==================== block 1
Block 1, the clock network:
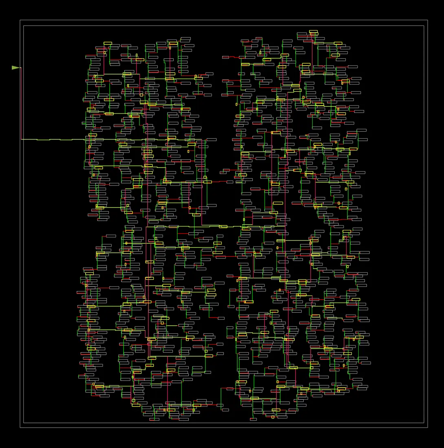
Block 1, cells colored by class:
Bar = 100 µm. Fill, decap, tap and diode cells in gray.
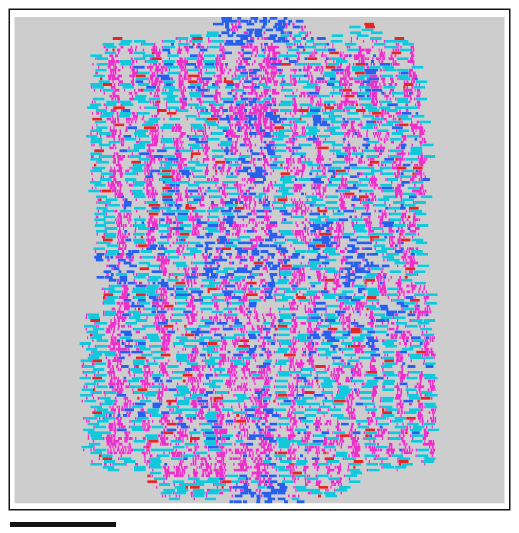
Block 1, M2 wires:
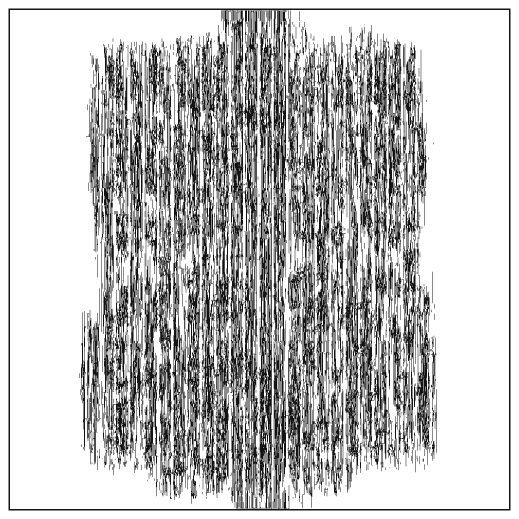
==> src/rtl/cpu_pkg.sv <==
// cpu_pkg: shared codes for the register-write data path.
// - REGDST_* : 2-bit destination select codes driven by control
// - REG_*    : architectural register numbers with fixed roles
// - SP_INIT  : reset value of the stack pointer ($29)
// - wb_state_e : writeback slot state
package cpu_pkg;

  localparam logic [1:0] REGDST_RT = 2'd0;
  localparam logic [1:0] REGDST_RD = 2'd1;
  localparam logic [1:0] REGDST_RA = 2'd2;
  localparam logic [1:0] REGDST_SP = 2'd3;

  localparam logic [4:0] REG_ZERO = 5'd0;
  localparam logic [4:0] REG_SP   = 5'd29;
  localparam logic [4:0] REG_RA   = 5'd31;

  localparam int SP_INIT = 227;

  typedef enum logic {WB_EMPTY, WB_FULL} wb_state_e;

  // Destination register number from the select code and instruction fields.
  function automatic logic [4:0] dst_decode(input logic [1:0] sel,
                                            input logic [4:0] rt_field,
                                            input logic [4:0] rd_field);
    case (sel)
      REGDST_RT: dst_decode = rt_field;
      REGDST_RD: dst_decode = rd_field;
      REGDST_RA: dst_decode = REG_RA;
      default:   dst_decode = REG_SP;
    endcase
  endfunction

endpackage

==> src/rtl/reg_array.sv <==
// reg_array: 32 x DATA_W register storage.
// Ports:
//   clk, reset      : clock, synchronous active-low reset (all 0, $29 = SP_INIT)
//   we, wa, wd      : single synchronous write port
//   ra_a/ra_b       : async read addresses, rd_a/rd_b read data
// $0 handling lives in the caller; this array stores whatever it is told.
module reg_array
  import cpu_pkg::*;
#(
  parameter int DATA_W  = 32,
  parameter int SP_RST  = SP_INIT
) (
  input  logic              clk,
  input  logic              reset,
  input  logic              we,
  input  logic [4:0]        wa,
  input  logic [DATA_W-1:0] wd,
  input  logic [4:0]        ra_a,
  input  logic [4:0]        ra_b,
  output logic [DATA_W-1:0] rd_a,
  output logic [DATA_W-1:0] rd_b
);

  logic [DATA_W-1:0] mem [32];

  always_ff @(posedge clk) begin
    if (!reset) begin
      for (int i = 0; i < 32; i++)
        mem[i] <= (5'(i) == REG_SP) ? DATA_W'(SP_RST) : '0;
    end else if (we) begin
      mem[wa] <= wd;
    end
  end

  assign rd_a = mem[ra_a];
  assign rd_b = mem[ra_b];

endmodule

==> src/rtl/reg_writeback_bank.sv <==
// reg_writeback_bank: one-entry writeback slot in front of a 32-entry register bank.
// Ports:
//   clk, reset            : clock, synchronous active-low reset
//   wr_valid/wr_ready     : write request handshake
//   wr_data, wr_dst_sel   : write word and destination select (rt, rd, $31, $29)
//   rt_field, rd_field    : instruction register fields used by the select
//   commit_hold           : keep the slot from draining this cycle
//   rs_addr/rs_data       : read port A (slot bypass, $0 forced to zero)
//   rt_addr/rt_data       : read port B (slot bypass, $0 forced to zero)
//   wb_pending            : slot holds an uncommitted write
module reg_writeback_bank
  import cpu_pkg::*;
#(
  parameter int DATA_W = 32,
  parameter int SP_RST = SP_INIT
) (
  input  logic              clk,
  input  logic              reset,
  input  logic              wr_valid,
  output logic              wr_ready,
  input  logic [DATA_W-1:0] wr_data,
  input  logic [1:0]        wr_dst_sel,
  input  logic [4:0]        rt_field,
  input  logic [4:0]        rd_field,
  input  logic              commit_hold,
  input  logic [4:0]        rs_addr,
  input  logic [4:0]        rt_addr,
  output logic [DATA_W-1:0] rs_data,
  output logic [DATA_W-1:0] rt_data,
  output logic              wb_pending
);

  wb_state_e         state;
  logic [4:0]        slot_addr;
  logic [DATA_W-1:0] slot_data;
  logic [DATA_W-1:0] bank_rs, bank_rt;

  logic accept, commit, bank_we;

  // A full slot that drains this cycle frees room for a new entry in the same edge.
  assign wr_ready   = (state == WB_EMPTY) | ~commit_hold;
  assign accept     = wr_valid & wr_ready;
  assign commit     = (state == WB_FULL) & ~commit_hold;
  // $0 writes complete the handshake but never reach storage.
  assign bank_we    = commit & (slot_addr != REG_ZERO);
  assign wb_pending = (state == WB_FULL);

  always_ff @(posedge clk) begin
    if (!reset) begin
      state     <= WB_EMPTY;
      slot_addr <= REG_ZERO;
      slot_data <= '0;
    end else begin
      if (accept) begin
        state     <= WB_FULL;
        slot_addr <= dst_decode(wr_dst_sel, rt_field, rd_field);
        slot_data <= wr_data;
      end else if (commit) begin
        state <= WB_EMPTY;
      end
    end
  end

  reg_array #(.DATA_W(DATA_W), .SP_RST(SP_RST)) u_regs (
    .clk  (clk),
    .reset(reset),
    .we   (bank_we),
    .wa   (slot_addr),
    .wd   (slot_data),
    .ra_a (rs_addr),
    .ra_b (rt_addr),
    .rd_a (bank_rs),
    .rd_b (bank_rt)
  );

  // Pending slot data shadows the bank so a just-accepted write is readable next cycle.
  always_comb begin
    rs_data = '0;
    if (rs_addr != REG_ZERO)
      rs_data = (state == WB_FULL && rs_addr == slot_addr) ? slot_data : bank_rs;
  end

  always_comb begin
    rt_data = '0;
    if (rt_addr != REG_ZERO)
      rt_data = (state == WB_FULL && rt_addr == slot_addr) ? slot_data : bank_rt;
  end

endmodule

==> config.mk <==
export PLATFORM = sky130hd
export DESIGN_NAME = reg_writeback_bank
export DESIGN_NICKNAME = d
export VERILOG_FILES = /design/src/rtl/cpu_pkg.sv /design/src/rtl/reg_array.sv /design/src/rtl/reg_writeback_bank.sv
export SDC_FILE = /design/constraint.sdc
export NUM_CORES = 2
export LEC_CHECK = 0
export ABC_AREA = 1
export CAP_MARGIN = 0
export CORE_MARGIN = 4
export CORE_UTILIZATION = 28
export CTS_BUF_LIST = sky130_fd_sc_hd__clkbuf_16
export CTS_CLUSTER_SIZE = 28
export DETAILED_ROUTE_END_ITERATION = 10
export PLACE_DENSITY = 0.5
export SLEW_MARGIN = 20
export SYNTH_ARGS = -nofsm -noshare
export SYNTH_HDL_FRONTEND = slang
export SYNTH_HIERARCHICAL = 1
export SYNTH_SLANG_ARGS = --single-unit
==> constraint.sdc <==
create_clock -name clk -period 2.9 [get_ports clk]
set_input_delay 0.58 -clock clk [delete_from_list [all_inputs] [get_ports clk]]
set_output_delay 0.58 -clock clk [all_outputs]
set_load 0.05 [all_outputs]
==> flow_summary_export.csv <==
group,metric,value,unit
outcome,run_status,"finished, violations left",
outcome,violations,"negative setup slack",
yosys,yosys-top-cells-count,"nand2_1 (3085), nand3_1 (1604), nor2_1 (1089), edfxtp_1 (1024), buf_2 (308)",
yosys,syn_nets,7934,
yosys,synth.yosys.seq_area_share,0.523,
worst_setup_path,critPathMaxFanout,9,
final_timing,fin_worst_skew,0.0220,ns
clocking,h-tree-depth,3,
final_timing,final_critical_path_setup_slack,-0.146,ns
pwr,seq-power,17.6,mW
final_timing,worstMarginPinSlew,0.955,ns
yosys,synthSimpleGateAreaFrac,0.400,
pwr,static_leakage_power,33.2,nW
clocking,post_cts_resized,403,
place,detailedPlacementHpwl,164000,µm
final_timing,finalSetupViolCount,61,
yosys,post_synth_inst_count,7876,
clocking,cts-hold-fix-buffers,0,
## Picture notes: 'the clock network' of block 1
clock sink count: 1062
number of clock buffer instances in the layout: 123
flop count: 1062

## Picture notes: 'cells colored by class' of block 1
| color | class | cells | share of their area |
|---|---|---|---|
| magenta | all other logic | 6148 | 37% |
| cyan | flip-flops | 1062 | 41% |
| red | clock drivers and dummy loads | 214 | 4.7% |
| blue | other buffers and delay cells | 894 | 18% |

## Picture notes: 'M2 wires' of block 1
longest straight run: 144 µm
nets with wire on the layer: 6404
wire length on this layer: 131 mm
main direction: vertical
share of all routed wire: 49%
routed vias: 58878
fraction of met2 tracks used by global routing: 0.387

[worst max path at each step]
stage               slack [ns]  startpoint                 to
CTS                      -0.14  rt_addr[0]        rt_data[23]
global route             -0.21  rs_addr[0]        rs_data[13]
floorplan                 0.07  wb_pending  u_regs/mem[29][0]
finish                   -0.15  rs_addr[0]        rs_data[16]
global placement         -0.35  rs_addr[0]        rs_data[16]
detailed placement       -0.31  rs_addr[0]        rs_data[13]
[per-layer routing]
metal,global-route usage,share of wire,vias to the layer above
met5,0,0,-
met4,0.105,0.055,0
met3,0.0313,0.078,706
met2,0.387,0.49,3104
met1,0.273,0.38,28622
li1,-,-,26446

==================== block 2
Block 2, the clock network:
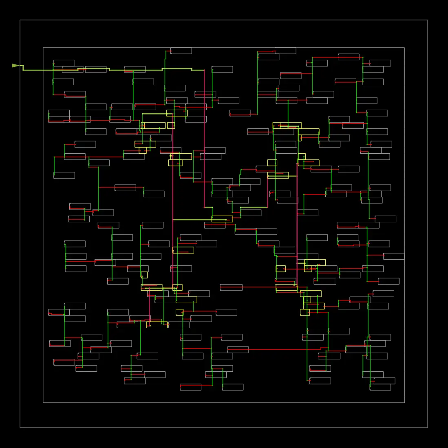
`src/rtl/cpu_pkg.sv`:
```
// Shared CPU definitions: opcode constants and instruction-port types.
package cpu_pkg;

  // Canonical no-op (addi x0, x0, 0) in the low word of a 64-bit fetch beat.
  localparam logic [63:0] INSTR_NOP = 64'h0000_0000_0000_0013;

  typedef enum logic {
    IMEM_IDLE = 1'b0,
    IMEM_BUS  = 1'b1
  } imem_state_t;

  // One-entry instruction holding register.
  typedef struct packed {
    logic        valid;
    logic [63:0] addr;
    logic [63:0] data;
    logic        fault;
  } imem_hold_t;

endpackage

```
`src/rtl/imem_port_if.sv`:
```
// Wishbone-style instruction read bus between imem_port and the memory slave.
interface imem_port_if #(
  parameter int unsigned BUS_ADDR_W = 32
);
  logic                  bus_cyc_out;
  logic                  bus_stb_out;
  logic [BUS_ADDR_W-1:0] bus_adr_out;
  logic [63:0]           bus_dat_in;
  logic                  bus_ack_in;
  logic                  bus_err_in;

  modport master (
    output bus_cyc_out, bus_stb_out, bus_adr_out,
    input  bus_dat_in, bus_ack_in, bus_err_in
  );

  modport slave (
    input  bus_cyc_out, bus_stb_out, bus_adr_out,
    output bus_dat_in, bus_ack_in, bus_err_in
  );
endinterface

```
`src/rtl/imem_port.sv`:
```
// Fetch-to-bus instruction port with a one-entry holding register and fault tagging.
module imem_port
  import cpu_pkg::*;
#(
  parameter int unsigned BUS_ADDR_W = 32,
  parameter int unsigned TIMEOUT    = 255
) (
  input  logic         clk,
  input  logic         rst_n,
  input  logic         instr_read_in,
  input  logic [63:0]  instr_address_in,
  input  logic         fence_i_in,
  output logic [63:0]  instr_read_value_out,
  output logic         instr_fault_out,
  output logic         stall_out,
  imem_port_if.master  bus
);

  localparam int unsigned          CNT_W    = $clog2(TIMEOUT + 1);
  localparam logic [CNT_W-1:0]     CNT_LAST = CNT_W'(TIMEOUT - 1);
  localparam logic [CNT_W-1:0]     CNT_SAT  = CNT_W'(TIMEOUT);
  localparam imem_hold_t           HOLD_RST = '{valid: 1'b0, addr: 64'd0,
                                                data: INSTR_NOP, fault: 1'b0};

  imem_state_t           state_q, state_d;
  imem_hold_t            hold_q, hold_d;
  logic [BUS_ADDR_W-1:0] req_q, req_d;
  logic                  cyc_q, cyc_d;
  logic [CNT_W-1:0]      cnt_q, cnt_d;

  logic hit;
  logic miss;
  logic illegal;
  logic done;

  assign hit     = hold_q.valid && (hold_q.addr == instr_address_in);
  assign miss    = instr_read_in && !hit;
  assign illegal = (instr_address_in[2:0] != 3'd0) ||
                   ((instr_address_in >> BUS_ADDR_W) != 64'd0);
  assign done    = bus.bus_ack_in || bus.bus_err_in || (cnt_q == CNT_LAST);

  assign stall_out            = miss;
  assign instr_read_value_out = hold_q.data;
  assign instr_fault_out      = hold_q.fault;
  assign bus.bus_cyc_out      = cyc_q;
  assign bus.bus_stb_out      = cyc_q;
  assign bus.bus_adr_out      = req_q;

  // State and datapath registers.
  always_ff @(posedge clk or negedge rst_n) begin
    if (!rst_n) begin
      state_q <= IMEM_IDLE;
      hold_q  <= HOLD_RST;
      req_q   <= '0;
      cyc_q   <= 1'b0;
      cnt_q   <= '0;
    end else begin
      state_q <= state_d;
      hold_q  <= hold_d;
      req_q   <= req_d;
      cyc_q   <= cyc_d;
      cnt_q   <= cnt_d;
    end
  end

  // Next-state: leave IDLE only for a legal miss, leave BUS on any completion.
  always_comb begin
    state_d = state_q;
    case (state_q)
      IMEM_IDLE: if (miss && !illegal) state_d = IMEM_BUS;
      IMEM_BUS:  if (done)             state_d = IMEM_IDLE;
      default:   state_d = IMEM_IDLE;
    endcase
  end

  // Datapath: bus request launch, completion capture, fault substitution, fence.
  always_comb begin
    hold_d = hold_q;
    req_d  = req_q;
    cyc_d  = cyc_q;
    cnt_d  = cnt_q;
    case (state_q)
      IMEM_IDLE: begin
        if (miss) begin
          if (illegal) begin
            hold_d = '{valid: 1'b1, addr: instr_address_in,
                       data: INSTR_NOP, fault: 1'b1};
          end else begin
            req_d = instr_address_in[BUS_ADDR_W-1:0];
            cyc_d = 1'b1;
            cnt_d = '0;
          end
        end
      end
      IMEM_BUS: begin
        if (cnt_q != CNT_SAT) cnt_d = cnt_q + CNT_W'(1);
        if (done) begin
          // Error outranks ack; timeout is the case with neither.
          hold_d.valid = 1'b1;
          hold_d.addr  = 64'(req_q);
          hold_d.fault = bus.bus_err_in || !bus.bus_ack_in;
          hold_d.data  = (bus.bus_ack_in && !bus.bus_err_in) ? bus.bus_dat_in : INSTR_NOP;
          cyc_d        = 1'b0;
        end
      end
      default: cyc_d = 1'b0;
    endcase
    // Fence still lets a concurrent completion write data, but leaves it invalid.
    if (fence_i_in) hold_d.valid = 1'b0;
  end

endmodule
```
`src/flat_wrapper.sv`:
```
// flat-port wrapper written by rule: the top's interface ports become plain ports
module imem_port_flat import cpu_pkg::*;
#(
  parameter int unsigned BUS_ADDR_W = 32,
  parameter int unsigned TIMEOUT    = 255
)
  (clk, rst_n, instr_read_in, instr_address_in, fence_i_in, instr_read_value_out, instr_fault_out, stall_out, bus_bus_cyc_out, bus_bus_stb_out, bus_bus_adr_out, bus_bus_dat_in, bus_bus_ack_in, bus_bus_err_in);
  imem_port_if #(.BUS_ADDR_W(BUS_ADDR_W)) bus_i ();
  input  logic clk;
  input  logic rst_n;
  input  logic instr_read_in;
  input  logic [63:0] instr_address_in;
  input  logic fence_i_in;
  output logic [63:0] instr_read_value_out;
  output logic instr_fault_out;
  output logic stall_out;
  output wire logic [$bits(bus_i.bus_cyc_out)-1:0] bus_bus_cyc_out;
  output wire logic [$bits(bus_i.bus_stb_out)-1:0] bus_bus_stb_out;
  output wire logic [$bits(bus_i.bus_adr_out)-1:0] bus_bus_adr_out;
  input wire logic [$bits(bus_i.bus_dat_in)-1:0] bus_bus_dat_in;
  input wire logic [$bits(bus_i.bus_ack_in)-1:0] bus_bus_ack_in;
  input wire logic [$bits(bus_i.bus_err_in)-1:0] bus_bus_err_in;
  assign bus_bus_cyc_out = bus_i.bus_cyc_out;
  assign bus_bus_stb_out = bus_i.bus_stb_out;
  assign bus_bus_adr_out = bus_i.bus_adr_out;
  assign bus_i.bus_dat_in = bus_bus_dat_in;
  assign bus_i.bus_ack_in = bus_bus_ack_in;
  assign bus_i.bus_err_in = bus_bus_err_in;
  imem_port #(.BUS_ADDR_W(BUS_ADDR_W), .TIMEOUT(TIMEOUT)) u_core (.clk(clk), .rst_n(rst_n), .instr_read_in(instr_read_in), .instr_address_in(instr_address_in), .fence_i_in(fence_i_in), .instr_read_value_out(instr_read_value_out), .instr_fault_out(instr_fault_out), .stall_out(stall_out), .bus(bus_i));
endmodule
```
`config.mk`:
```
export PLATFORM = sky130hd
export DESIGN_NAME = imem_port_flat
export DESIGN_NICKNAME = d
export VERILOG_FILES = /design/src/rtl/cpu_pkg.sv /design/src/rtl/imem_port_if.sv /design/src/rtl/imem_port.sv /design/src/flat_wrapper.sv
export SDC_FILE = /design/constraint.sdc
export NUM_CORES = 1
export LEC_CHECK = 0
export CAP_MARGIN = 20
export CELL_PAD_IN_SITES_DETAIL_PLACEMENT = 0
export CELL_PAD_IN_SITES_GLOBAL_PLACEMENT = 2
export CORE_MARGIN = 10
export CORE_UTILIZATION = 33
export DETAILED_ROUTE_END_ITERATION = 8
export PLACE_DENSITY_LB_ADDON = 0.12
export SLEW_MARGIN = 15
export SYNTH_ARGS = -nofsm -noshare
export SYNTH_HDL_FRONTEND = slang
export SYNTH_SLANG_ARGS = --single-unit
```
`constraint.sdc`:
```
create_clock -name clk -period 4.3 [get_ports clk]
set_input_delay 0.86 -clock clk [delete_from_list [all_inputs] [get_ports clk]]
set_output_delay 0.86 -clock clk [all_outputs]
set_load 0.03 [all_outputs]
```
==> flow_summary_export.csv <==
group,metric,value,unit
detailed_routing,drtIter0Drc,330,
yosys,ys_sh_mux,0.126,
die,design.portCount,234,
final_timing,final_critical_path_setup_slack,0.265,ns
cells_and_area,insertedDiodeCount,1,
outcome,run_status,"complete, no violations",
cells_and_area,nFlopsAndLatches,172,
detailed_routing,totalWireLength,25100,µm
detailed_routing,via_count,5971,
die,floorplan.initialDensity,0.337,
place,place_congestion,0.803,
place,detailedPlacementHpwl,18700,µm
final_timing,fin_crit_sh,0.938,
yosys,synth.largest_area_cell,"dfrtp_1",
worst_setup_path,crit_required,3.44,ns
pwr,p_seq_frac,0.476,
global_route,grt_usage,0.157,
die,dieWidth,178,µm
yosys,top_logic_kind,"multiplexers",
cells_and_area,multi_input_comb_area,3180,µm²
pwr,combPwrFrac,0.109,
cells_and_area,synthToLayoutAreaGrowth,33.3,%
About 'the clock network' of block 2:
clk latency late pin: 0.43 ns
clock skew after layout: 0.0141 ns
Power Clock: 1.49 mW

-- worst paths after layout --
kind / start / to / slack [ns] / depth (start not counted)
worst max-delay path: instr_address_in[11] / stall_out / 0.26 / 7
min in group clk: u_core.instr_read_value_out[6] / u_core.instr_read_value_out[6] / 0.51 / 1
worst min register to register: u_core.instr_read_value_out[6] / u_core.instr_read_value_out[6] / 0.51 / 1
max in group asynchronous: rst_n / u_core.instr_read_value_out[56] / 2.98 / 2
worst max register to register: u_core.hold_q[89] / u_core.hold_q[76] / 1.22 / 8
worst min-delay path: rst_n / u_core.instr_read_value_out[10] / 0.41 / 1

==================== block 3
Block 3, drive-strength map:
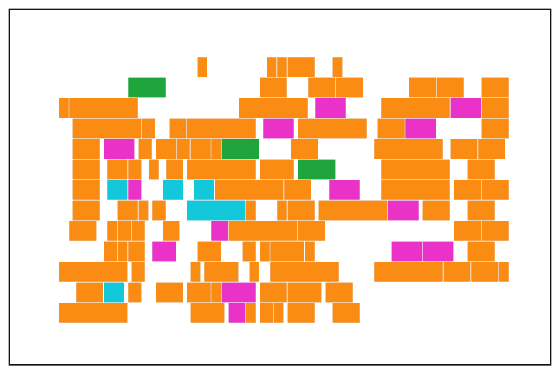
Block 3, the clock network:
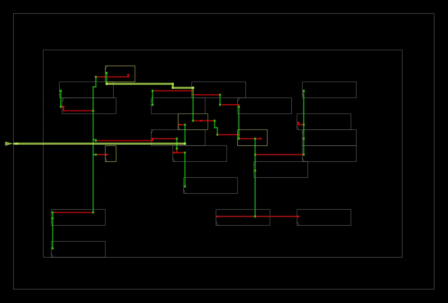
## src/rtl/calc_ctrl_fsm.sv

```systemverilog
// calc_ctrl_fsm
//   Control unit for the calculator datapath. It turns debounced button pulses
//   into op selection, result capture, the val_bcd conversion handshake and the
//   display-source select. It owns the op register.
//
//   Optional feature macro: CALC_CONV_TIMEOUT_EN
//     defined   : CONV gives up after TIMEOUT_CYC cycles without conv_rdy and
//                 moves to ERR (err=1, disp_sel=3).
//     undefined : CONV waits for conv_rdy indefinitely, err is tied low.
//
// Ports
//   clk          system clock
//   rst_n        asynchronous active-low reset
//   enter_p      debounced enter pulse (1 cycle)
//   back_p       debounced back pulse (1 cycle)
//   up_p         debounced up pulse (1 cycle)
//   down_p       debounced down pulse (1 cycle)
//   calc_result  combinational Calculator output
//   conv_rdy     val_bcd conversion done
//   op           op code to Calculator / op_seg
//   conv_en      enable to val_bcd, high in every CONV cycle
//   conv_val     zero-extended captured result handed to val_bcd
//   result_q     captured result
//   disp_sel     0=blank 1=op mnemonic 2=BCD result 3=error
//   err          conversion timeout flag
//
// state | meaning
// ------+-------------------------------------------------------------
// IDLE  | display blank, waiting for enter
// OP    | choosing an op with up/down, enter captures the result
// CONV  | val_bcd running, waiting for conv_rdy
// RES   | showing the BCD result, enter recaptures, back returns to OP
// ERR   | conversion timed out, enter/back return to IDLE

module calc_ctrl_fsm #(
    parameter int OP_W        = 3,
    parameter int NUM_OPS     = 8,
    parameter int RES_W       = 8,
    parameter int CONV_W      = 12,
    parameter int TIMEOUT_CYC = 1023
) (
    input  logic              clk,
    input  logic              rst_n,
    input  logic              enter_p,
    input  logic              back_p,
    input  logic              up_p,
    input  logic              down_p,
    input  logic [RES_W-1:0]  calc_result,
    input  logic              conv_rdy,
    output logic [OP_W-1:0]   op,
    output logic              conv_en,
    output logic [CONV_W-1:0] conv_val,
    output logic [RES_W-1:0]  result_q,
    output logic [1:0]        disp_sel,
    output logic              err
);

    typedef enum logic [2:0] {
        IDLE = 3'd0,
        OP   = 3'd1,
        CONV = 3'd2,
        RES  = 3'd3,
        ERR  = 3'd4
    } state_t;

    localparam logic [OP_W-1:0] OP_MAX = OP_W'(NUM_OPS - 1);

    state_t state;

`ifdef CALC_CONV_TIMEOUT_EN
    // Down-counter loaded on CONV entry; terminal count 0 means the
    // TIMEOUT_CYC-th cycle in CONV has been reached without conv_rdy.
    localparam int TMR_W = (TIMEOUT_CYC > 1) ? $clog2(TIMEOUT_CYC) : 1;
    localparam logic [TMR_W-1:0] TMR_LOAD = TMR_W'(TIMEOUT_CYC - 1);
    logic [TMR_W-1:0] tmr;
`endif

    always_ff @(posedge clk or negedge rst_n) begin
        if (!rst_n) begin
            state    <= IDLE;
            op       <= '0;
            conv_en  <= 1'b0;
            conv_val <= '0;
            result_q <= '0;
            disp_sel <= 2'd0;
`ifdef CALC_CONV_TIMEOUT_EN
            err      <= 1'b0;
            tmr      <= '0;
`endif
        end else begin
            case (state)
                IDLE: begin
                    if (enter_p) begin
                        state    <= OP;
                        disp_sel <= 2'd1;
                    end
                end

                OP: begin
                    if (enter_p) begin
                        result_q <= calc_result;
                        conv_val <= CONV_W'(calc_result);
                        conv_en  <= 1'b1;
                        state    <= CONV;
`ifdef CALC_CONV_TIMEOUT_EN
                        tmr      <= TMR_LOAD;
`endif
                    end else if (back_p) begin
                        state    <= IDLE;
                        disp_sel <= 2'd0;
                    end else if (up_p && !down_p) begin
                        op <= (op == OP_MAX) ? '0 : op + 1'b1;
                    end else if (down_p && !up_p) begin
                        op <= (op == '0) ? OP_MAX : op - 1'b1;
                    end
                end

                CONV: begin
                    // conv_rdy beats both abort and timeout on the same cycle
                    if (conv_rdy) begin
                        conv_en  <= 1'b0;
                        disp_sel <= 2'd2;
                        state    <= RES;
                    end else if (back_p) begin
                        conv_en  <= 1'b0;
                        disp_sel <= 2'd1;
                        state    <= OP;
`ifdef CALC_CONV_TIMEOUT_EN
                    end else if (tmr == '0) begin
                        conv_en  <= 1'b0;
                        disp_sel <= 2'd3;
                        err      <= 1'b1;
                        state    <= ERR;
                    end else begin
                        tmr <= tmr - 1'b1;
`endif
                    end
                end

                RES: begin
                    if (enter_p) begin
                        result_q <= calc_result;
                        conv_val <= CONV_W'(calc_result);
                        conv_en  <= 1'b1;
                        state    <= CONV;
`ifdef CALC_CONV_TIMEOUT_EN
                        tmr      <= TMR_LOAD;
`endif
                    end else if (back_p) begin
                        disp_sel <= 2'd1;
                        state    <= OP;
                    end
                end

`ifdef CALC_CONV_TIMEOUT_EN
                ERR: begin
                    if (enter_p || back_p) begin
                        err      <= 1'b0;
                        disp_sel <= 2'd0;
                        state    <= IDLE;
                    end
                end
`endif

                default: begin
                    conv_en  <= 1'b0;
                    disp_sel <= 2'd0;
                    state    <= IDLE;
                end
            endcase
        end
    end

`ifndef CALC_CONV_TIMEOUT_EN
    assign err = 1'b0;
`endif

endmodule

```

## config.mk

```make
export PLATFORM = sky130hd
export DESIGN_NAME = calc_ctrl_fsm
export DESIGN_NICKNAME = d
export VERILOG_FILES = /design/src/rtl/calc_ctrl_fsm.sv
export SDC_FILE = /design/constraint.sdc
export NUM_CORES = 1
export LEC_CHECK = 0
export CAP_MARGIN = 10
export CORE_ASPECT_RATIO = 0.6
export CORE_MARGIN = 5
export CORE_UTILIZATION = 41
export CTS_CLUSTER_DIAMETER = 40
export DETAILED_ROUTE_END_ITERATION = 7
export PLACE_DENSITY = 0.79
export SLEW_MARGIN = 25
export SYNTH_ARGS = -nofsm -noshare
export SYNTH_HDL_FRONTEND = slang
export SYNTH_SLANG_ARGS = --single-unit
export TNS_END_PERCENT = 20
```

## constraint.sdc

```tcl
create_clock -name clk -period 1.7 [get_ports clk]
set_input_delay 0.34 -clock clk [delete_from_list [all_inputs] [get_ports clk]]
set_output_delay 0.34 -clock clk [all_outputs]
set_load 0.005 [all_outputs]
```

==> flow_summary_export.csv <==
group,metric,value,unit
worst_setup_path,r2r_start,"state[2]",
pwr,seq-power,601,µW
worst_setup_path,r2r_slack,0.30,ns
pwr,worst_ir_drop_vdd,0.499,mV
pwr,combPwrFrac,0.419,
outcome,run_status,"complete, no violations",
cells_and_area,invs_w_o_clock,6,
clocking,cts_inserted_buffers,3,
final_timing,finalSetupViolCount,0,
clocking,clock-sinks,17,
cells_and_area,finish.net_count,144,
detailed_routing,wirelength_met1,861,µm
die,overall_die_height,47.0,µm
detailed_routing,met2_length,876,µm
pwr,cell_internal_pwr,1.10,mW
place,setup_slack_after_placement,-0.212,ns
global_route,grt_overflow,0,
About 'drive-strength map' of block 3:
| color | size | cells | share | most used |
|---|---|---|---|---|
| cyan | drive 3 to 4 | 5 | 4.1% | buf_4 |
| magenta | drive 2 | 14 | 11% | mux2_2 |
| green | drive 6 and up | 3 | 2.4% | clkbuf_8 |
| orange | drive 1 or less | 101 | 82% | clkdlybuf4s50_1 |
count of buffers not belonging to the clock network in the layout: 40
area growth from synthesis to layout: 42.8%
post-route cell area: 1340 µm²

About 'the clock network' of block 3:
clock skew after layout: 0.00184 ns
flop count: 17
number of clock buffer instances in the layout: 3
Power Clock: 297 µW

## state kept, by name, summed over array words and instances, names as in the netlist
register,cells
result_q,8
op,3
state,3
disp_sel,2
conv_en,1
## cell usage after synthesis (3+ instances only)
library cell / instances / share of area
mux2_2: 9 / 0.11
nand2b_1: 4 / 0.027
o21ai_0: 4 / 0.021
a21o_1: 3 / 0.024
a21oi_1: 8 / 0.043
nor2_1: 4 / 0.016
buf_4: 13 / 0.10
dfrtp_1: 17 / 0.45
nand2_1: 4 / 0.016
ha_1: 5 / 0.067
inv_1: 6 / 0.024

==================== block 4
<file path="src/rtl/jk_pkg.sv">
// Shared definitions for the JK excitation driver and JK register bank benches:
// driver FSM state encoding and the {j,k} excitation pair encodings.
package jk_pkg;

  // Driver FSM states
  typedef enum logic [1:0] {
    ST_IDLE  = 2'd0,
    ST_DRIVE = 2'd1,
    ST_CHECK = 2'd2,
    ST_RESP  = 2'd3
  } state_e;

  // Excitation pairs, packed as {j,k}
  localparam logic [1:0] EXC_HOLD = 2'b00;
  localparam logic [1:0] EXC_RST  = 2'b01;
  localparam logic [1:0] EXC_SET  = 2'b10;
  localparam logic [1:0] EXC_TGL  = 2'b11;

endpackage

</file>
<file path="src/rtl/jk_excite_bit.sv">
// Single-bit JK excitation lookup: given the present q and the wanted next
// state t, produce the j/k pair that moves one JK flip-flop from q to t.
// TOGGLE_PREF picks how the don't-care half of the table is resolved.
module jk_excite_bit
  import jk_pkg::*;
#(
  parameter int TOGGLE_PREF = 0
) (
  input  logic q_i,
  input  logic t_i,
  output logic j_o,
  output logic k_o
);

  logic [1:0] pair_d;

  // Excitation table; equal q/t always holds so the bit never glitches
  always_comb begin
    pair_d = EXC_HOLD;
    unique case ({q_i, t_i})
      2'b01:   pair_d = (TOGGLE_PREF != 0) ? EXC_TGL : EXC_SET;
      2'b10:   pair_d = (TOGGLE_PREF != 0) ? EXC_TGL : EXC_RST;
      default: pair_d = EXC_HOLD;
    endcase
  end

  assign j_o = pair_d[1];
  assign k_o = pair_d[0];

endmodule

</file>
<file path="src/rtl/jkff_excite_drv.sv">
// Driver for an external bank of WIDTH JK flip-flops. Accepts a target word,
// drives one cycle of j/k excitation, reads q back and retries on mismatch
// up to MAX_RETRY extra times, then pulses done or err.
module jkff_excite_drv
  import jk_pkg::*;
#(
  parameter int WIDTH       = 4,
  parameter int TOGGLE_PREF = 0,
  parameter int MAX_RETRY   = 2
) (
  input  logic             clk,
  input  logic             rst,
  input  logic             req_valid,
  output logic             req_ready,
  input  logic [WIDTH-1:0] req_target,
  input  logic [WIDTH-1:0] q,
  output logic [WIDTH-1:0] j,
  output logic [WIDTH-1:0] k,
  output logic             done,
  output logic             err,
  output logic [3:0]       tries
);

  localparam logic [3:0] MAX_RETRY_C = 4'(MAX_RETRY);

  state_e           state_q;
  logic [WIDTH-1:0] target_q;
  logic [3:0]       retry_q;
  logic [WIDTH-1:0] j_q;
  logic [WIDTH-1:0] k_q;
  logic             done_q;
  logic             err_q;
  logic [3:0]       tries_q;

  logic [WIDTH-1:0] tgt_sel_d;
  logic [WIDTH-1:0] exc_j_d;
  logic [WIDTH-1:0] exc_k_d;
  logic [3:0]       tries_d;

  // On acceptance the target register is not loaded yet, so excitation for
  // the first DRIVE is computed from the live request word; retries use the
  // captured copy.
  assign tgt_sel_d = (state_q == ST_IDLE) ? req_target : target_q;

  // Attempt count reported on completion; saturates when MAX_RETRY = 15
  // because 16 attempts do not fit the 4-bit field.
  assign tries_d = (retry_q == 4'hF) ? 4'hF : retry_q + 4'd1;

  genvar gi;
  generate
    for (gi = 0; gi < WIDTH; gi = gi + 1) begin : g_exc
      jk_excite_bit #(
        .TOGGLE_PREF(TOGGLE_PREF)
      ) u_exc (
        .q_i(q[gi]),
        .t_i(tgt_sel_d[gi]),
        .j_o(exc_j_d[gi]),
        .k_o(exc_k_d[gi])
      );
    end
  endgenerate

  // Control FSM with registered j/k, done, err and tries outputs
  always_ff @(posedge clk or posedge rst) begin
    if (rst) begin
      state_q  <= ST_IDLE;
      target_q <= '0;
      retry_q  <= 4'd0;
      j_q      <= '0;
      k_q      <= '0;
      done_q   <= 1'b0;
      err_q    <= 1'b0;
      tries_q  <= 4'd0;
    end else begin
      // Excitation and response pulses default off; only the edges entering
      // DRIVE or RESP raise them, which makes each a single-cycle value.
      j_q    <= '0;
      k_q    <= '0;
      done_q <= 1'b0;
      err_q  <= 1'b0;
      unique case (state_q)
        ST_IDLE: begin
          if (req_valid && req_ready) begin
            target_q <= req_target;
            retry_q  <= 4'd0;
            j_q      <= exc_j_d;
            k_q      <= exc_k_d;
            state_q  <= ST_DRIVE;
          end
        end
        ST_DRIVE: begin
          // Bank samples j/k at this edge; give it a hold cycle to read back
          state_q <= ST_CHECK;
        end
        ST_CHECK: begin
          if (q == target_q) begin
            done_q  <= 1'b1;
            tries_q <= tries_d;
            state_q <= ST_RESP;
          end else if (retry_q < MAX_RETRY_C) begin
            retry_q <= retry_q + 4'd1;
            j_q     <= exc_j_d;
            k_q     <= exc_k_d;
            state_q <= ST_DRIVE;
          end else begin
            err_q   <= 1'b1;
            tries_q <= tries_d;
            state_q <= ST_RESP;
          end
        end
        ST_RESP: begin
          state_q <= ST_IDLE;
        end
        default: begin
          state_q <= ST_IDLE;
        end
      endcase
    end
  end

  // Ready is held low while reset is asserted so nothing is offered early
  assign req_ready = (state_q == ST_IDLE) && !rst;
  assign j         = j_q;
  assign k         = k_q;
  assign done      = done_q;
  assign err       = err_q;
  assign tries     = tries_q;

endmodule

</file>
<file path="config.mk">
export PLATFORM = sky130hd
export DESIGN_NAME = jkff_excite_drv
export DESIGN_NICKNAME = d
export VERILOG_FILES = /design/src/rtl/jk_pkg.sv /design/src/rtl/jk_excite_bit.sv /design/src/rtl/jkff_excite_drv.sv
export SDC_FILE = /design/constraint.sdc
export NUM_CORES = 1
export LEC_CHECK = 0
export CELL_PAD_IN_SITES_DETAIL_PLACEMENT = 0
export CELL_PAD_IN_SITES_GLOBAL_PLACEMENT = 1
export CORE_ASPECT_RATIO = 1.75
export CORE_MARGIN = 3
export CORE_UTILIZATION = 38
export DETAILED_ROUTE_END_ITERATION = 8
export GPL_TIMING_DRIVEN = 1
export PLACE_DENSITY_LB_ADDON = 0.1
export REMOVE_ABC_BUFFERS = 1
export SYNTH_ARGS = -nofsm -noshare
export SYNTH_HDL_FRONTEND = slang
export SYNTH_HIERARCHICAL = 1
export SYNTH_SLANG_ARGS = --single-unit
</file>
<file path="constraint.sdc">
create_clock -name clk -period 2.23 [get_ports clk]
set_clock_uncertainty 0.15 [all_clocks]
set_input_delay 0.223 -clock clk [delete_from_list [all_inputs] [get_ports clk]]
set_output_delay 0.223 -clock clk [all_outputs]
set_load 0.005 [all_outputs]
</file>
==> flow_summary_export.csv <==
group,metric,value,unit
cells_and_area,ff_latch_area,601,µm²
final_timing,worstMarginPinSlew,0.502,ns
worst_setup_path,path_buffers,0,
yosys,post_synth_inst_count,91,
detailed_routing,wl_per_cell,14.6,µm
worst_setup_path,critical_path.endpoint,"tries[0]",
yosys,synth.cellmix.compoundShare,0.0749,
yosys,top_logic_kind,"simple AND/OR/NAND/NOR gates",
final_timing,max-slew-margin-rel,0.665,
final_timing,fin_crit_sh,0.845,
final_timing,final_critical_path_setup_slack,0.345,ns
cells_and_area,final.clkbuf_count,4,
die,dieWidth,46.7,µm
cells_and_area,finish.net_count,135,
global_route,grt_overflow,0,
global_route,grt_start_max_net_pins,17,
outcome,run_status,"complete, no violations",
cells_and_area,synthToLayoutAreaGrowth,32.1,%
place,placed_cell_area,1400,µm²
yosys,ys_seq_elements,24,
yosys,enable_flop_cells,0,
clocking,cts-hold-fix-buffers,0,
clocking,post_cts_resized,0,
global_route,use_met1,0.159,
global_route,first_global_vias,824,
job,cap_viol_max_count,0,
worst_hold_path,hold_path_class,"in2async",
cells_and_area,final_cell_mix,"clkdlybuf4s50_1 (25), dfrtp_1 (24), and2_1 (9), mux2_2 (8), nor2_1 (7)",
final_timing,whs,0.188,ns
[stage by stage]
stage | utilization | instances
detailed placement | 0.509 | 145
global placement | 0.509 | 145
global route | 0.529 | 149
CTS | 0.529 | 149
floorplan | - | 91
finish | 0.529 | 149
[where the power goes]
part | internal [mW] | switching [mW]
combinational | 0.408 | 0.313
sequential | 0.574 | 0.114
clock | 0.158 | 0.138
total | 1.14 | 0.565
[registers in the layout, summed over array words and instances (netlist names)]
name,cells
tries,4
state_q,2
j,4
k,4
done,1
err,1
retry_q,4
target_q,4
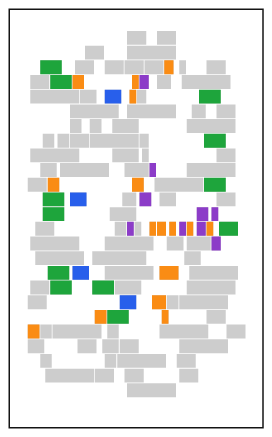
Block 4: selected gate families
| color | family | cells | most used |
|---|---|---|---|
| purple | NAND gates | 9 | nand2_1 |
| blue | XOR/XNOR gates | 4 | xor2_1 |
| green | multiplexers | 12 | mux2_2 |
| orange | NOR gates | 16 | nor2_1 |
logic share of the area: 0.337
most common logic cell in the routed design: clkdlybuf4s50_1
final std cells w/o fill: 149


==================== block 5
$ cat src/rtl/step_sequencer_if.sv
// Control/status bundle between the motor control block and the step sequencer.
// Latency: none (wires only).
// Backpressure: none; advance/start are single-cycle pulses, consumer never stalls.
interface step_sequencer_if #(
    parameter int PHASE_WIDTH = 4,
    parameter int ADDR_WIDTH  = 3,
    parameter int COUNT_WIDTH = 16
);
    logic                   advance;
    logic                   start;
    logic                   stop;
    logic                   direction;
    logic [ADDR_WIDTH-1:0]  seq_last;
    logic [COUNT_WIDTH-1:0] step_target;
    logic                   wr_en;
    logic [ADDR_WIDTH-1:0]  wr_addr;
    logic [PHASE_WIDTH-1:0] wr_data;
    logic [PHASE_WIDTH-1:0] phase_out;
    logic [ADDR_WIDTH-1:0]  step_index;
    logic [COUNT_WIDTH-1:0] steps_done;
    logic                   busy;
    logic                   done;

    // Control side: issues commands and table writes, observes progress.
    modport master (
        output advance, start, stop, direction, seq_last, step_target,
        output wr_en, wr_addr, wr_data,
        input  phase_out, step_index, steps_done, busy, done
    );

    // Sequencer side.
    modport slave (
        input  advance, start, stop, direction, seq_last, step_target,
        input  wr_en, wr_addr, wr_data,
        output phase_out, step_index, steps_done, busy, done
    );
endinterface

$ cat src/rtl/step_sequencer.sv
// Walks a coil-phase table one entry per advance pulse, fwd/rev with wrap, for a set step count.
// Latency: phase_out/step_index update on the edge that samples advance (visible 1 cycle later).
// Backpressure: none; advance outside RUN and start outside IDLE are dropped, not queued.
module step_sequencer #(
    parameter int PHASE_WIDTH = 4,
    parameter int ADDR_WIDTH  = 3,
    parameter int COUNT_WIDTH = 16
) (
    input  logic            clock,
    input  logic            reset,
    step_sequencer_if.slave bus
);
    localparam int DEPTH = 2 ** ADDR_WIDTH;

    typedef enum logic [1:0] {
        ST_IDLE = 2'd0,
        ST_RUN  = 2'd1,
        ST_DONE = 2'd2
    } state_t;

    state_t                 state;
    state_t                 state_nxt;
    logic [PHASE_WIDTH-1:0] phase_tab [DEPTH];
    logic [PHASE_WIDTH-1:0] phase_q;
    logic [ADDR_WIDTH-1:0]  index_q;
    logic [ADDR_WIDTH-1:0]  index_nxt;
    logic [COUNT_WIDTH-1:0] steps_q;
    logic [COUNT_WIDTH-1:0] steps_inc;
    logic [COUNT_WIDTH-1:0] target_q;
    logic                   load_en;
    logic                   step_en;

    assign steps_inc = steps_q + COUNT_WIDTH'(1);

    // State register.
    always_ff @(posedge clock or posedge reset) begin
        if (reset) begin
            state <= ST_IDLE;
        end else begin
            state <= state_nxt;
        end
    end

    // Next state plus load/step strobes; stop outranks advance, DONE is a single cycle.
    always_comb begin
        state_nxt = state;
        load_en   = 1'b0;
        step_en   = 1'b0;
        case (state)
            ST_IDLE: begin
                if (bus.start) begin
                    load_en   = 1'b1;
                    state_nxt = (bus.step_target == '0) ? ST_DONE : ST_RUN;
                end
            end
            ST_RUN: begin
                if (bus.stop) begin
                    state_nxt = ST_IDLE;
                end else if (bus.advance) begin
                    step_en = 1'b1;
                    if (steps_inc == target_q) begin
                        state_nxt = ST_DONE;
                    end
                end
            end
            ST_DONE: state_nxt = ST_IDLE;
            default: state_nxt = ST_IDLE;
        endcase
    end

    // Next table index; an index stranded above seq_last re-enters at the wrap point.
    always_comb begin
        index_nxt = index_q + ADDR_WIDTH'(1);
        if (bus.direction) begin
            if ((index_q == '0) || (index_q > bus.seq_last)) begin
                index_nxt = bus.seq_last;
            end else begin
                index_nxt = index_q - ADDR_WIDTH'(1);
            end
        end else if (index_q >= bus.seq_last) begin
            index_nxt = '0;
        end
    end

    // Pattern table; reads in the same cycle see the pre-write contents.
    always_ff @(posedge clock or posedge reset) begin
        if (reset) begin
            for (int i = 0; i < DEPTH; i++) begin
                phase_tab[i] <= '0;
            end
        end else if (bus.wr_en) begin
            phase_tab[bus.wr_addr] <= bus.wr_data;
        end
    end

    // Run datapath: load on start, advance index/pattern/count on each accepted step.
    always_ff @(posedge clock or posedge reset) begin
        if (reset) begin
            phase_q  <= '0;
            index_q  <= '0;
            steps_q  <= '0;
            target_q <= '0;
        end else if (load_en) begin
            target_q <= bus.step_target;
            steps_q  <= '0;
            phase_q  <= phase_tab[index_q];
        end else if (step_en) begin
            index_q  <= index_nxt;
            phase_q  <= phase_tab[index_nxt];
            steps_q  <= steps_inc;
        end
    end

    assign bus.phase_out  = phase_q;
    assign bus.step_index = index_q;
    assign bus.steps_done = steps_q;
    assign bus.busy       = (state == ST_RUN);
    assign bus.done       = (state == ST_DONE);
endmodule
$ cat src/flat_wrapper.sv
// flat-port wrapper written by rule: the top's interface ports become plain ports
module step_sequencer_flat 
#(
    parameter int PHASE_WIDTH = 4,
    parameter int ADDR_WIDTH  = 3,
    parameter int COUNT_WIDTH = 16
)
  (clock, reset, bus_advance, bus_start, bus_stop, bus_direction, bus_seq_last, bus_step_target, bus_wr_en, bus_wr_addr, bus_wr_data, bus_phase_out, bus_step_index, bus_steps_done, bus_busy, bus_done);
  step_sequencer_if #(.PHASE_WIDTH(PHASE_WIDTH), .ADDR_WIDTH(ADDR_WIDTH), .COUNT_WIDTH(COUNT_WIDTH)) bus_i ();
  input  logic clock;
  input  logic reset;
  input wire logic [$bits(bus_i.advance)-1:0] bus_advance;
  input wire logic [$bits(bus_i.start)-1:0] bus_start;
  input wire logic [$bits(bus_i.stop)-1:0] bus_stop;
  input wire logic [$bits(bus_i.direction)-1:0] bus_direction;
  input wire logic [$bits(bus_i.seq_last)-1:0] bus_seq_last;
  input wire logic [$bits(bus_i.step_target)-1:0] bus_step_target;
  input wire logic [$bits(bus_i.wr_en)-1:0] bus_wr_en;
  input wire logic [$bits(bus_i.wr_addr)-1:0] bus_wr_addr;
  input wire logic [$bits(bus_i.wr_data)-1:0] bus_wr_data;
  output wire logic [$bits(bus_i.phase_out)-1:0] bus_phase_out;
  output wire logic [$bits(bus_i.step_index)-1:0] bus_step_index;
  output wire logic [$bits(bus_i.steps_done)-1:0] bus_steps_done;
  output wire logic [$bits(bus_i.busy)-1:0] bus_busy;
  output wire logic [$bits(bus_i.done)-1:0] bus_done;
  assign bus_i.advance = bus_advance;
  assign bus_i.start = bus_start;
  assign bus_i.stop = bus_stop;
  assign bus_i.direction = bus_direction;
  assign bus_i.seq_last = bus_seq_last;
  assign bus_i.step_target = bus_step_target;
  assign bus_i.wr_en = bus_wr_en;
  assign bus_i.wr_addr = bus_wr_addr;
  assign bus_i.wr_data = bus_wr_data;
  assign bus_phase_out = bus_i.phase_out;
  assign bus_step_index = bus_i.step_index;
  assign bus_steps_done = bus_i.steps_done;
  assign bus_busy = bus_i.busy;
  assign bus_done = bus_i.done;
  step_sequencer #(.PHASE_WIDTH(PHASE_WIDTH), .ADDR_WIDTH(ADDR_WIDTH), .COUNT_WIDTH(COUNT_WIDTH)) u_core (.clock(clock), .reset(reset), .bus(bus_i));
endmodule
$ cat config.mk
export PLATFORM = sky130hd
export DESIGN_NAME = step_sequencer_flat
export DESIGN_NICKNAME = d
export VERILOG_FILES = /design/src/rtl/step_sequencer_if.sv /design/src/rtl/step_sequencer.sv /design/src/flat_wrapper.sv
export SDC_FILE = /design/constraint.sdc
export NUM_CORES = 1
export LEC_CHECK = 0
export CAP_MARGIN = 20
export CORE_ASPECT_RATIO = 1.25
export CORE_MARGIN = 5
export CORE_UTILIZATION = 25
export DETAILED_ROUTE_END_ITERATION = 8
export GPL_TIMING_DRIVEN = 1
export PLACE_DENSITY = 0.46
export SYNTH_ARGS = -nofsm -noshare
export SYNTH_HDL_FRONTEND = slang
export SYNTH_SLANG_ARGS = --single-unit
export TNS_END_PERCENT = 10
$ cat constraint.sdc
create_clock -name clock -period 3.01 [get_ports clock]
set_input_delay 0.301 -clock clock [delete_from_list [all_inputs] [get_ports clock]]
set_output_delay 0.301 -clock clock [all_outputs]
set_load 0.1 [all_outputs]
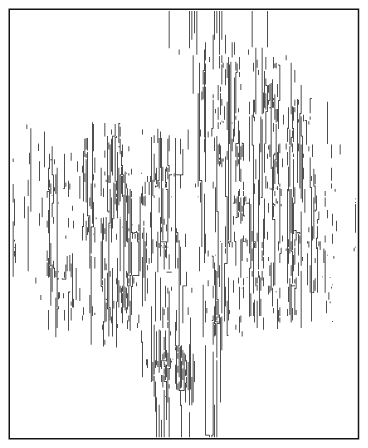
Block 5: M2 wires
nets with wire on the layer: 450
longest straight run: 67.0 µm
main direction: vertical
fraction of met2 tracks used by global routing: 0.216
routed vias: 3521

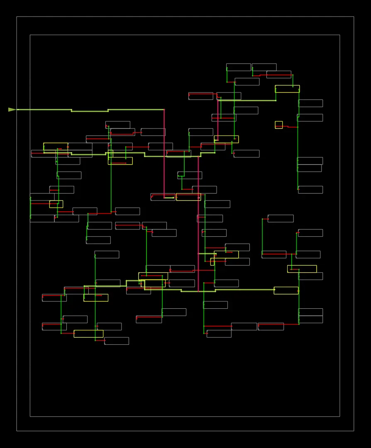
Block 5: the clock network
clock skew after layout: 0.00789 ns
number of clock buffer instances in the layout: 11
TritonCTS Buffers: 9

==> flow_summary_export.csv <==
group,metric,value,unit
final_timing,report.final.slew_viol_count,0,
die,dieWidth,127,µm
job,warning_count,29,
pwr,comb_cell_power,1.96,mW
pwr,seq-power,1.33,mW
worst_setup_path,worstSetupEndpointType,"register",
worst_setup_path,cp_class,"reg2reg",
pwr,power_frac_clock,0.275,
pwr,switchingPower,1.71,mW
cells_and_area,dominant_cells,"multi-input combinational cells",
worst_hold_path,hold_path_class,"in2async",
cells_and_area,final_cells,722,
clocking,cts-hold-fix-buffers,0,
clocking,post_cts_resized,0,
detailed_routing,drtIter0Drc,186,
pwr,p_per_area,825,nW/µm²
pwr,swShare,0.377,
cells_and_area,clock_tree_area_fraction,0.0628,
die,design.portCount,58,
yosys,share_of_the_synthesized_area_in_the_top_cell_type,0.426,
yosys,netlist.top_cell.by_instances,"nand2_1",
worst_setup_path,cp_top_family,"simple AND/OR/NAND/NOR gates",
outcome,run_status,"complete, no violations",
yosys,synthAdderAreaFrac,0.0204,
place,numPlacedInstances,706,
clocking,worstSkewPairLatency,0.34,ns
cells_and_area,filler_cell_count_in_the_final_layout,1769,
[registers in the layout (all words and copies together), names as in the netlist]
| signal | flops |
|---|---|
| u_core.target_q | 16 |
| u_core.bus.steps_done | 16 |
| u_core.bus.phase_out | 4 |
| u_core.phase_tab | 32 |
| u_core.state | 2 |
| u_core.bus.step_index | 3 |
[layer usage]
layer,GRT usage,wire (µm),vias to the layer above
met5,0,0,-
met4,0.0347,175,0
met3,0.0379,718,16
met2,0.216,6150,102
met1,0.149,5070,1714
li1,-,-,1689


==> gallery <==
Cells colored by class.
picture 1
Bar = 20 µm. Fill, decap, tap and diode cells in gray.
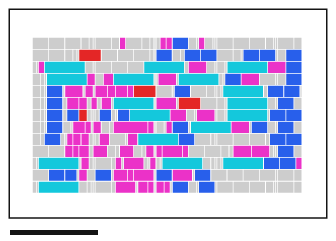
picture 2
Bar = 10 µm. Fill, decap, tap and diode cells in gray.
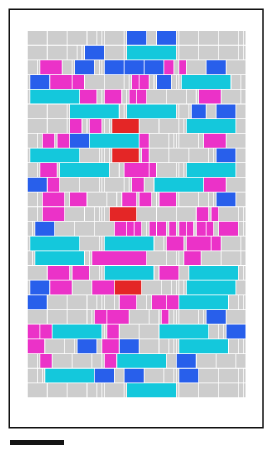
picture 3
Bar = 50 µm. Fill, decap, tap and diode cells in gray.
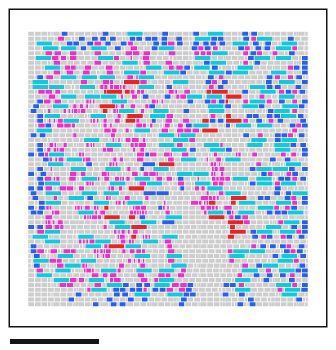
picture 4
Bar = 50 µm. Fill, decap, tap and diode cells in gray.
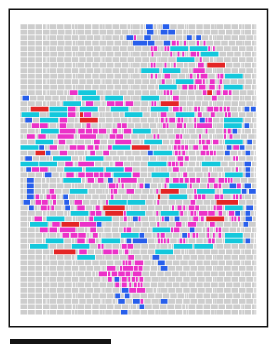
| picture | from |
|---|---|
| picture 1 | block 3 |
| picture 3 | block 2 |
| picture 2 | block 4 |
| picture 4 | block 5 |
The one with the most cells is picture 3.
The one with the lowest utilization is picture 4.

Key to picture 2:
| color | class | cells | share of their area |
|---|---|---|---|
| cyan | flip-flops | 24 | 42% |
| magenta | all other logic | 67 | 35% |
| blue | other buffers and delay cells | 27 | 19% |
| red | clock drivers and dummy loads | 4 | 3.9% |


==> screenshots <==
M2 wires.
Plate I
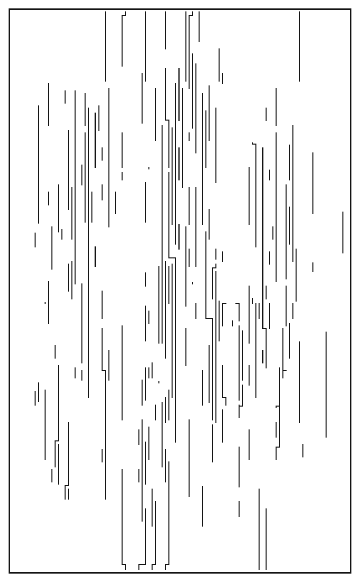
Plate II
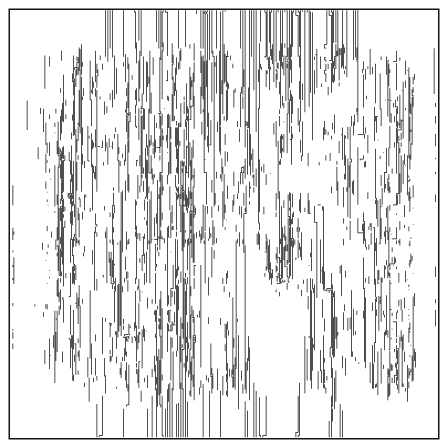
Plate III
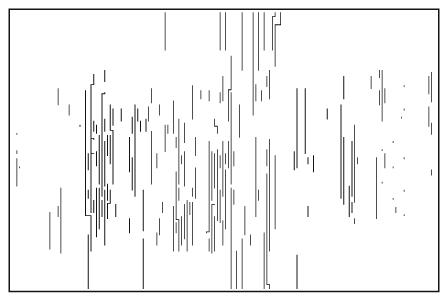
block 3: Plate III
block 4: Plate I
block 2: Plate II

Key to Plate I:
nets with wire on the layer: 122
wire length on this layer: 1240 µm
longest straight run: 39.8 µm
share of all routed wire: 57%

No activity file was given, so power comes from the tool's default toggle rates.
